# multicycle_ctrl_flat

multicycle_ctrl_flat/class_map.png
Drawn at 4 px/um.
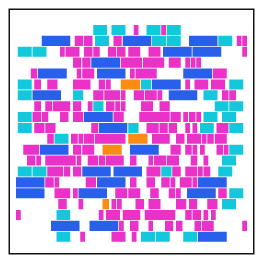

**src/rtl/multicycle_ctrl_pkg.sv**
```systemverilog
// Shared types and encodings for the multicycle control FSM and its decoder.
package multicycle_pkg;

    typedef enum logic [2:0] {
        S_IDLE,
        S_FETCH,
        S_DECODE,
        S_EXEC,
        S_MEM,
        S_WB,
        S_HALTED
    } state_t;

    localparam logic [2:0] OP_ADD  = 3'b000;
    localparam logic [2:0] OP_SUB  = 3'b001;
    localparam logic [2:0] OP_JMP  = 3'b010;
    localparam logic [2:0] OP_BEQ  = 3'b011;
    localparam logic [2:0] OP_LW   = 3'b100;
    localparam logic [2:0] OP_SW   = 3'b101;
    localparam logic [2:0] OP_ADDI = 3'b110;
    localparam logic [2:0] OP_HALT = 3'b111;

    localparam logic [2:0] ALU_ADD  = 3'b010;
    localparam logic [2:0] ALU_SUB  = 3'b110;
    localparam logic [2:0] ACC_NONE = 3'b000;

    localparam logic [1:0] ERR_NONE        = 2'd0;
    localparam logic [1:0] ERR_MEM_TIMEOUT = 2'd1;
    localparam logic [1:0] ERR_OVF_TRAP    = 2'd2;

    typedef struct packed {
        logic       mem_to_reg;
        logic       pc_src;
        logic       alu_src;
        logic       reg_write;
        logic       jump;
        logic [2:0] alu_control;
        logic [2:0] acc_control;
        logic       pc_write;
        logic       mem_read;
        logic       mem_write;
    } ctrl_t;

    function automatic logic is_arith(input logic [2:0] op);
        return (op == OP_ADD) || (op == OP_SUB) || (op == OP_ADDI);
    endfunction

endpackage

```
**src/rtl/multicycle_ctrl_if.sv**
```systemverilog
// Controller <-> datapath/host bundle; master is the controller side.
interface multicycle_ctrl_if #(
    parameter int unsigned RET_W = 16
);
    logic             start;
    logic [8:0]       inst;
    logic             BranchFlag;
    logic             overflow;
    logic             mem_ready;
    logic             MemToReg;
    logic             PcSrc;
    logic             ALUSrc;
    logic             RegWrite;
    logic             Jump;
    logic [2:0]       ALUControl;
    logic [2:0]       AccControl;
    logic             PcWrite;
    logic             MemRead;
    logic             MemWrite;
    logic             busy;
    logic             halted;
    logic [1:0]       err_code;
    logic [RET_W-1:0] retired;

    modport master (
        input  start, inst, BranchFlag, overflow, mem_ready,
        output MemToReg, PcSrc, ALUSrc, RegWrite, Jump, ALUControl, AccControl,
               PcWrite, MemRead, MemWrite, busy, halted, err_code, retired
    );

    modport slave (
        output start, inst, BranchFlag, overflow, mem_ready,
        input  MemToReg, PcSrc, ALUSrc, RegWrite, Jump, ALUControl, AccControl,
               PcWrite, MemRead, MemWrite, busy, halted, err_code, retired
    );
endinterface

```
**src/rtl/multicycle_ctrl_decode.sv**
```systemverilog
// Combinational control decode from FSM state and the latched opcode.
module ctrl_decode
    import multicycle_pkg::*;
(
    input  state_t     state,
    input  logic [2:0] opcode,
    input  logic       branch_flag,
    input  logic       mem_ready,
    output ctrl_t      ctrl
);

    always_comb begin
        ctrl             = '0;
        ctrl.alu_control = ALU_ADD;
        ctrl.acc_control = ACC_NONE;
        unique case (state)
            S_EXEC, S_WB: begin
                // WB keeps the EXEC operand/ALU selection so the result stays stable at writeback.
                unique case (opcode)
                    OP_SUB:               ctrl.alu_control = ALU_SUB;
                    OP_ADDI, OP_LW, OP_SW: ctrl.alu_src    = 1'b1;
                    default: ;
                endcase
                if (state == S_EXEC) begin
                    unique case (opcode)
                        OP_JMP: begin
                            ctrl.jump     = 1'b1;
                            ctrl.pc_write = 1'b1;
                        end
                        OP_BEQ: begin
                            ctrl.alu_control = ALU_SUB;
                            ctrl.pc_src      = branch_flag;
                            ctrl.pc_write    = 1'b1;
                        end
                        default: ;
                    endcase
                end else begin
                    ctrl.reg_write  = 1'b1;
                    ctrl.pc_write   = 1'b1;
                    ctrl.mem_to_reg = (opcode == OP_LW);
                end
            end
            S_MEM: begin
                ctrl.alu_src   = 1'b1;
                ctrl.mem_read  = (opcode == OP_LW);
                ctrl.mem_write = (opcode == OP_SW);
                // SW has no WB cycle, so the pc advances in the MEM cycle that completes.
                ctrl.pc_write  = (opcode == OP_SW) && mem_ready;
            end
            default: ;
        endcase
    end

endmodule

```
**src/rtl/multicycle_ctrl.sv**
```systemverilog
// Multicycle control FSM for the 8-bit datapath: FETCH/DECODE/EXEC/MEM/WB sequencing,
// memory timeout, optional overflow trap and a saturating retired-instruction counter.
module multicycle_ctrl
    import multicycle_pkg::*;
#(
    parameter int unsigned MEM_TIMEOUT = 15,
    parameter bit          TRAP_ON_OVF = 1'b0,
    parameter int unsigned RET_W       = 16
) (
    input logic               clk,
    input logic               rst,
    multicycle_ctrl_if.master bus
);

    state_t           state;
    logic [8:0]       ir;
    logic [3:0]       wait_cnt;
    logic [1:0]       err;
    logic [RET_W-1:0] retired;
    logic [2:0]       opcode;
    logic             retire;
    ctrl_t            ctrl;

    assign opcode = ir[8:6];

    // Operand fields are consumed by the datapath straight from instruction memory.
    logic ir_fields_unused;
    assign ir_fields_unused = ^ir[5:0];

    always_comb begin
        retire = 1'b0;
        unique case (state)
            S_EXEC:  retire = (opcode == OP_JMP) || (opcode == OP_BEQ);
            S_MEM:   retire = (opcode == OP_SW) && bus.mem_ready;
            S_WB:    retire = 1'b1;
            default: retire = 1'b0;
        endcase
    end

    always_ff @(posedge clk) begin
        if (rst) begin
            state    <= S_IDLE;
            ir       <= '0;
            wait_cnt <= '0;
            err      <= ERR_NONE;
            retired  <= '0;
        end else begin
            unique case (state)
                S_IDLE: begin
                    if (bus.start) state <= S_FETCH;
                end
                S_FETCH: begin
                    ir    <= bus.inst;
                    state <= S_DECODE;
                end
                S_DECODE: begin
                    state <= (opcode == OP_HALT) ? S_HALTED : S_EXEC;
                end
                S_EXEC: begin
                    wait_cnt <= '0;
                    if (TRAP_ON_OVF && is_arith(opcode) && bus.overflow) begin
                        state <= S_HALTED;
                        err   <= ERR_OVF_TRAP;
                    end else if (is_arith(opcode)) begin
                        state <= S_WB;
                    end else if ((opcode == OP_LW) || (opcode == OP_SW)) begin
                        state <= S_MEM;
                    end else begin
                        state <= S_FETCH;
                    end
                end
                S_MEM: begin
                    if (bus.mem_ready) begin
                        state <= (opcode == OP_LW) ? S_WB : S_FETCH;
                    end else if (wait_cnt == 4'(MEM_TIMEOUT - 1)) begin
                        state <= S_HALTED;
                        err   <= ERR_MEM_TIMEOUT;
                    end else begin
                        wait_cnt <= wait_cnt + 4'd1;
                    end
                end
                S_WB: begin
                    state <= S_FETCH;
                end
                S_HALTED: begin
                    if (bus.start) begin
                        err   <= ERR_NONE;
                        state <= S_FETCH;
                    end
                end
                default: state <= S_IDLE;
            endcase
            if (retire && (retired != '1)) retired <= retired + 1'b1;
        end
    end

    ctrl_decode u_decode (
        .state       (state),
        .opcode      (opcode),
        .branch_flag (bus.BranchFlag),
        .mem_ready   (bus.mem_ready),
        .ctrl        (ctrl)
    );

    assign bus.MemToReg   = ctrl.mem_to_reg;
    assign bus.PcSrc      = ctrl.pc_src;
    assign bus.ALUSrc     = ctrl.alu_src;
    assign bus.RegWrite   = ctrl.reg_write;
    assign bus.Jump       = ctrl.jump;
    assign bus.ALUControl = ctrl.alu_control;
    assign bus.AccControl = ctrl.acc_control;
    assign bus.PcWrite    = ctrl.pc_write;
    assign bus.MemRead    = ctrl.mem_read;
    assign bus.MemWrite   = ctrl.mem_write;
    assign bus.busy       = (state != S_IDLE) && (state != S_HALTED);
    assign bus.halted     = (state == S_HALTED);
    assign bus.err_code   = err;
    assign bus.retired    = retired;

endmodule

```
**src/flat_wrapper.sv**
```systemverilog
// flat-port wrapper written by rule: the top's interface ports become plain ports
module multicycle_ctrl_flat import multicycle_pkg::*;
#(
    parameter int unsigned MEM_TIMEOUT = 15,
    parameter bit          TRAP_ON_OVF = 1'b0,
    parameter int unsigned RET_W       = 16
)
  (clk, rst, bus_start, bus_inst, bus_BranchFlag, bus_overflow, bus_mem_ready, bus_MemToReg, bus_PcSrc, bus_ALUSrc, bus_RegWrite, bus_Jump, bus_ALUControl, bus_AccControl, bus_PcWrite, bus_MemRead, bus_MemWrite, bus_busy, bus_halted, bus_err_code, bus_retired);
  multicycle_ctrl_if #(.RET_W(RET_W)) bus_i ();
  input logic clk;
  input logic rst;
  input wire logic [$bits(bus_i.start)-1:0] bus_start;
  input wire logic [$bits(bus_i.inst)-1:0] bus_inst;
  input wire logic [$bits(bus_i.BranchFlag)-1:0] bus_BranchFlag;
  input wire logic [$bits(bus_i.overflow)-1:0] bus_overflow;
  input wire logic [$bits(bus_i.mem_ready)-1:0] bus_mem_ready;
  output wire logic [$bits(bus_i.MemToReg)-1:0] bus_MemToReg;
  output wire logic [$bits(bus_i.PcSrc)-1:0] bus_PcSrc;
  output wire logic [$bits(bus_i.ALUSrc)-1:0] bus_ALUSrc;
  output wire logic [$bits(bus_i.RegWrite)-1:0] bus_RegWrite;
  output wire logic [$bits(bus_i.Jump)-1:0] bus_Jump;
  output wire logic [$bits(bus_i.ALUControl)-1:0] bus_ALUControl;
  output wire logic [$bits(bus_i.AccControl)-1:0] bus_AccControl;
  output wire logic [$bits(bus_i.PcWrite)-1:0] bus_PcWrite;
  output wire logic [$bits(bus_i.MemRead)-1:0] bus_MemRead;
  output wire logic [$bits(bus_i.MemWrite)-1:0] bus_MemWrite;
  output wire logic [$bits(bus_i.busy)-1:0] bus_busy;
  output wire logic [$bits(bus_i.halted)-1:0] bus_halted;
  output wire logic [$bits(bus_i.err_code)-1:0] bus_err_code;
  output wire logic [$bits(bus_i.retired)-1:0] bus_retired;
  assign bus_i.start = bus_start;
  assign bus_i.inst = bus_inst;
  assign bus_i.BranchFlag = bus_BranchFlag;
  assign bus_i.overflow = bus_overflow;
  assign bus_i.mem_ready = bus_mem_ready;
  assign bus_MemToReg = bus_i.MemToReg;
  assign bus_PcSrc = bus_i.PcSrc;
  assign bus_ALUSrc = bus_i.ALUSrc;
  assign bus_RegWrite = bus_i.RegWrite;
  assign bus_Jump = bus_i.Jump;
  assign bus_ALUControl = bus_i.ALUControl;
  assign bus_AccControl = bus_i.AccControl;
  assign bus_PcWrite = bus_i.PcWrite;
  assign bus_MemRead = bus_i.MemRead;
  assign bus_MemWrite = bus_i.MemWrite;
  assign bus_busy = bus_i.busy;
  assign bus_halted = bus_i.halted;
  assign bus_err_code = bus_i.err_code;
  assign bus_retired = bus_i.retired;
  multicycle_ctrl #(.MEM_TIMEOUT(MEM_TIMEOUT), .TRAP_ON_OVF(TRAP_ON_OVF), .RET_W(RET_W)) u_core (.clk(clk), .rst(rst), .bus(bus_i));
endmodule
```
**config.mk**
```make
export PLATFORM = sky130hd
export DESIGN_NAME = multicycle_ctrl_flat
export DESIGN_NICKNAME = d
export VERILOG_FILES = /design/src/rtl/multicycle_ctrl_pkg.sv /design/src/rtl/multicycle_ctrl_if.sv /design/src/rtl/multicycle_ctrl_decode.sv /design/src/rtl/multicycle_ctrl.sv /design/src/flat_wrapper.sv
export SDC_FILE = /design/constraint.sdc
export NUM_CORES = 1
export LEC_CHECK = 0
export CORE_UTILIZATION = 50
export CTS_BUF_LIST = sky130_fd_sc_hd__clkbuf_8
export CTS_CLUSTER_DIAMETER = 80
export CTS_CLUSTER_SIZE = 12
export DETAILED_ROUTE_END_ITERATION = 7
export PLACE_DENSITY_LB_ADDON = 0.3
export REMOVE_ABC_BUFFERS = 1
export SLEW_MARGIN = 20
export SYNTH_ARGS = -nofsm -noshare
export SYNTH_HDL_FRONTEND = slang
export SYNTH_SLANG_ARGS = --single-unit
```
**constraint.sdc**
```tcl
create_clock -name clk -period 4.4 [get_ports clk]
set_clock_uncertainty 0.1 [all_clocks]
set_input_delay 1.32 -clock clk [delete_from_list [all_inputs] [get_ports clk]]
set_output_delay 1.32 -clock clk [all_outputs]
set_load 0.02 [all_outputs]
```
# mac_dot_seq

### config.mk
export PLATFORM = sky130hd
export DESIGN_NAME = mac_dot_seq
export DESIGN_NICKNAME = d
export VERILOG_FILES = /design/src/rtl/mac_pkg.sv /design/src/rtl/mac_pipe.sv /design/src/rtl/mac_dot_seq.sv
export SDC_FILE = /design/constraint.sdc
export NUM_CORES = 1
export LEC_CHECK = 0
export CORE_MARGIN = 2
export CORE_UTILIZATION = 45
export DETAILED_ROUTE_END_ITERATION = 7
export MAX_ROUTING_LAYER = met4
export PLACE_DENSITY = 0.7
export SETUP_SLACK_MARGIN = 0.1
export SKIP_CTS_REPAIR_TIMING = 1
export SYNTH_ARGS = -nofsm -noshare
export SYNTH_HDL_FRONTEND = slang
export SYNTH_SLANG_ARGS = --single-unit
export TNS_END_PERCENT = 100
### constraint.sdc
create_clock -name clk -period 2.3 [get_ports clk]
set_input_delay 0.46 -clock clk [delete_from_list [all_inputs] [get_ports clk]]
set_output_delay 0.46 -clock clk [all_outputs]
set_load 0.005 [all_outputs]
### src/rtl/mac_pkg.sv
// Shared types and constants for the dot-product sequencer and its
// multiply-accumulate pipeline.
package mac_pkg;

  typedef enum logic [1:0] {
    IDLE,
    ISSUE,
    DRAIN,
    DONE
  } state_t;

  // Cycles between the last operand read and a settled accumulator.
  localparam int DRAIN_CYCLES = 2;

  // Accumulator width that cannot overflow for 2**addr_w full-scale products.
  function automatic int acc_width(input int width, input int addr_w);
    return 2 * width + addr_w;
  endfunction

endpackage

### src/rtl/mac_pipe.sv
// Two-stage multiply-accumulate pipeline: product register, then accumulator,
// each qualified by a valid bit that trails the operand-memory read strobe.
module mac_pipe #(
  parameter int WIDTH = 8,
  parameter int ACC_W = 22
) (
  input  logic               clk,
  input  logic               rst,
  input  logic               clr,
  input  logic               in_valid,
  input  logic [WIDTH-1:0]   a,
  input  logic [WIDTH-1:0]   b,
  output logic [ACC_W-1:0]   acc
);

  logic               v1;
  logic               v2;
  logic [2*WIDTH-1:0] p;

  // NOTE: sequential state uses non-blocking assignments so every register
  // samples the pre-edge value of its neighbours, like real flops.
  always_ff @(posedge clk or posedge rst) begin
    if (rst) begin
      v1  <= 1'b0;
      v2  <= 1'b0;
      p   <= '0;
      acc <= '0;
    end else begin
      v1 <= in_valid;
      v2 <= v1;
      if (v1) begin
        p <= {{WIDTH{1'b0}}, a} * {{WIDTH{1'b0}}, b};
      end
      if (clr) begin
        acc <= '0;
      end else if (v2) begin
        acc <= acc + {{(ACC_W - 2 * WIDTH){1'b0}}, p};
      end
    end
  end

endmodule

### src/rtl/mac_dot_seq.sv
// Dot-product sequencer: fetches A/B operand pairs from two synchronous-read
// memories, feeds the MAC pipeline, drains it and presents the sum on a valid/ready port.
module mac_dot_seq
  import mac_pkg::*;
#(
  parameter int WIDTH  = 8,
  parameter int ADDR_W = 6,
  localparam int ACC_W = acc_width(WIDTH, ADDR_W)
) (
  input  logic              clk,
  input  logic              rst,
  input  logic              start,
  input  logic [ADDR_W:0]   len,
  input  logic [ADDR_W-1:0] base_a,
  input  logic [ADDR_W-1:0] base_b,
  output logic              busy,
  output logic              mem_rd_en,
  output logic [ADDR_W-1:0] addr_a,
  output logic [ADDR_W-1:0] addr_b,
  input  logic [WIDTH-1:0]  rdata_a,
  input  logic [WIDTH-1:0]  rdata_b,
  output logic              res_valid,
  input  logic              res_ready,
  output logic [ACC_W-1:0]  result
);

  localparam logic [ADDR_W:0] MAX_LEN   = {1'b1, {ADDR_W{1'b0}}};
  localparam logic [ADDR_W:0] DRAIN_TOP = (ADDR_W + 1)'(DRAIN_CYCLES - 1);

  state_t          state;
  state_t          state_next;
  logic [ADDR_W:0] len_clamped;
  logic [ADDR_W:0] cnt;
  logic            accept;

  assign len_clamped = (len > MAX_LEN) ? MAX_LEN : len;
  assign accept      = (state == IDLE) && start;

  assign busy      = (state != IDLE);
  assign mem_rd_en = (state == ISSUE);
  assign res_valid = (state == DONE);

  always_ff @(posedge clk or posedge rst) begin
    if (rst) state <= IDLE;
    else     state <= state_next;
  end

  // NOTE: the default assignment first means every path drives state_next,
  // so no latch is inferred.
  always_comb begin
    state_next = state;
    case (state)
      IDLE:    if (start) state_next = (len_clamped == '0) ? DONE : ISSUE;
      ISSUE:   if (cnt == (ADDR_W + 1)'(1)) state_next = DRAIN;
      DRAIN:   if (cnt == '0) state_next = DONE;
      DONE:    if (res_ready) state_next = IDLE;
      default: state_next = IDLE;
    endcase
  end

  // cnt counts remaining reads in ISSUE, then is reused for the drain delay.
  always_ff @(posedge clk or posedge rst) begin
    if (rst) begin
      cnt    <= '0;
      addr_a <= '0;
      addr_b <= '0;
    end else begin
      case (state)
        IDLE: if (start) begin
          cnt    <= len_clamped;
          addr_a <= base_a;
          addr_b <= base_b;
        end
        ISSUE: begin
          addr_a <= addr_a + 1'b1;
          addr_b <= addr_b + 1'b1;
          cnt    <= (cnt == (ADDR_W + 1)'(1)) ? DRAIN_TOP : cnt - 1'b1;
        end
        DRAIN: if (cnt != '0) cnt <= cnt - 1'b1;
        default: ;
      endcase
    end
  end

  // Accumulator is cleared on acceptance only, so DONE holds the result steady.
  mac_pipe #(
    .WIDTH(WIDTH),
    .ACC_W(ACC_W)
  ) u_pipe (
    .clk     (clk),
    .rst     (rst),
    .clr     (accept),
    .in_valid(mem_rd_en),
    .a       (rdata_a),
    .b       (rdata_b),
    .acc     (result)
  );

endmodule
mac_dot_seq/ff_map.png
Drawn at 2 px/um. Other sequential cells in the stronger gray, the rest of the logic in the fainter gray.
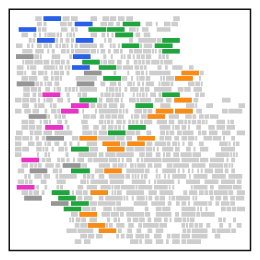
- green: u_pipe.acc (placed flops 22)
- orange: u_pipe.p (placed flops 16)
- blue: cnt (placed flops 7)
- magenta: addr_a (placed flops 6; where west)
- not colored: 10
sequential cell area in the final layout: 1528 um^2
sequential fraction of total cell area: 18.47%
power in sequential cells: 0.00215 W
Final Core Density: 62.69%

==> impl_metrics.py, mac_dot_seq <==
# Metrics from the implementation run
metrics = {
    "setup_path": {
        "path_depth": 17,
        "worst_ep_required_time_ns": 2.55,
        "reg2regPathDepth": 8,
    },
    "grt": {
        "grt_antenna_before_repair": 0,
    },
    "synthesis": {
        "yosys_warnings": 0,
        "mappedNetlistNets": 807,
    },
    "timing": {
        "report.final.slew_viol_count": 0,
        "setup_violations": 13,
        "final.setup.worst_slack_ns": -1.754,
    },
    "route": {
        "topRoutingLayerUsed": "met4",
        "drt_wl_total_um": 15830,
    },
    "outcome": {
        "outcome": "finished with violations",
        "failed_checks": "negative setup slack",
    },
    "cells_and_area": {
        "comb-cell-share_pct": 55.50,
        "seq_cell_count": 61,
        "non_clock_buffer_area_share_pct": 16.34,
    },
    "worst_hold_path": {
        "worstHoldEndpoint": "u_pipe.p[7]",
    },
    "floorplan": {
        "dieWidth_um": 119.9,
    },
}
multicycle_ctrl_flat/clock_wires.png
Drawn at 4 px/um.
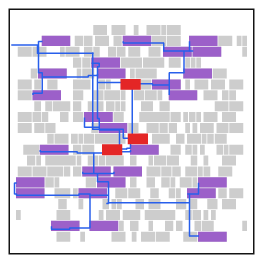
- purple: flip-flops (count 27)
- blue: clock wires (length 339 um)
- red: clock-net drivers (count 3)
- flops lie: spread over the die
- routed clock nets: 4
Clk pwr share: 23.1%
power in the clock group: 0.000143 W
insertion delay to the later sink of the worst-skew pair: 0.27 ns

About multicycle_ctrl_flat/class_map.png:
- blue: registers (cells 27; share of their area 26%)
- magenta: remaining logic cells (cells 162; share of their area 53%)
- orange: clock drivers and dummy loads (cells 4; share of their area 2.2%)
- cyan: remaining buffers and delay cells (cells 40; share of their area 19%)
placeable core region: 3153 um^2
sequential fraction of total cell area: 25.50%
post-route cell area: 2120 um^2
Placement Rows: 20

==> impl_metrics.py, multicycle_ctrl_flat <==
# Metrics from the implementation run
metrics = {
    "synthesis": {
        "post_synth_and_or_nand_nor_area_fraction_pct": 31.96,
        "ys_ff": 27,
        "yosysUniqueCellTypes": 49,
        "yosys.area_share.adder_pct": 2.174,
        "ys_cells": 202,
    },
    "cells_and_area": {
        "register_bank_with_the_most_flops": "u_core.bus.retired",
        "design.final.nets": 252,
        "comb-cell-share_pct": 50.18,
    },
    "setup_path": {
        "cp_cell_sequence": "clkdlybuf4s50_1, nand4_4, and2_4, inv_2, clkdlybuf4s50_1",
        "cp_most_frequent_cell": "clkdlybuf4s50_1",
        "worst_path_largest_cell_delay_ns": 0.62,
        "crit_fanout": 6,
        "cell_family_contributing_the_most_delay_on_the_critical_path": "buffers and inverters",
    },
    "route": {
        "average_wire_per_cell_in_the_routed_design_um": 12.93,
        "route.antenna.remaining_nets": 0,
        "drt_iter0_markers": 137,
    },
    "timing": {
        "final_critical_path_share_of_the_clock_period_pct": 96.62,
    },
    "cts": {
        "clock_tree_from_tritoncts": "done",
    },
    "worst_hold_path": {
        "worstHoldEndpoint": "u_core.bus.retired[10]",
    },
    "outcome": {
        "outcome": "complete, no violations",
    },
    "grt": {
        "grt_max_degree": 24,
        "global_route_wire_length_before_repair_um": 5858,
    },
}


==> notes/layouts.md <==
Pictures saved along the way, in no particular order.

Nets reached from selected ports.
image #1
Drawn at 4 px/um.
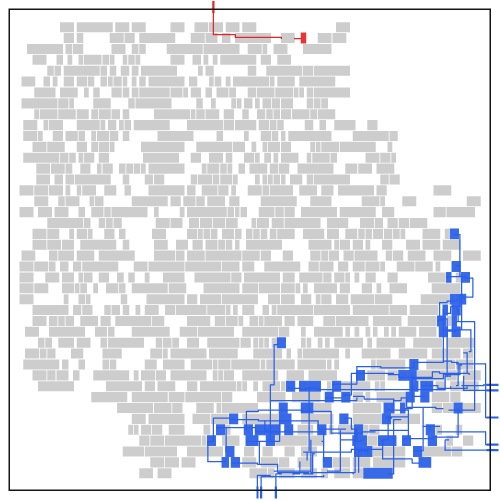
image #2
Drawn at 8 px/um.
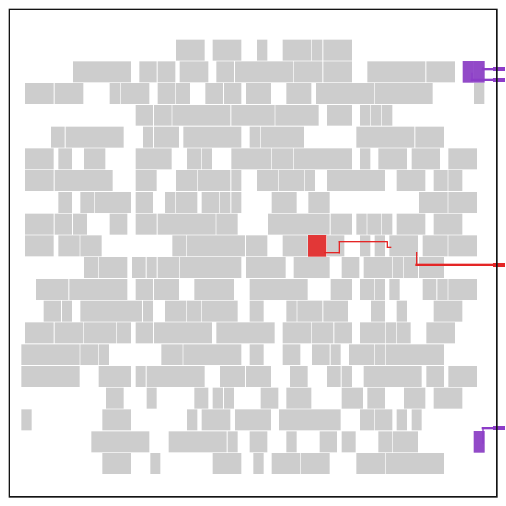
| from | picture |
|---|---|
| mac_dot_seq | image #1 |
| multicycle_ctrl_flat | image #2 |
The one with the largest die is image #1.

Key to image #1:
- blue: rdata_a (bits 8; direction input; end cells 64; wire 918 um)
- red: rst (bits 1; direction input; end cells 1; wire 25.8 um)

No activity file was given, so power comes from the tool's default toggle rates.
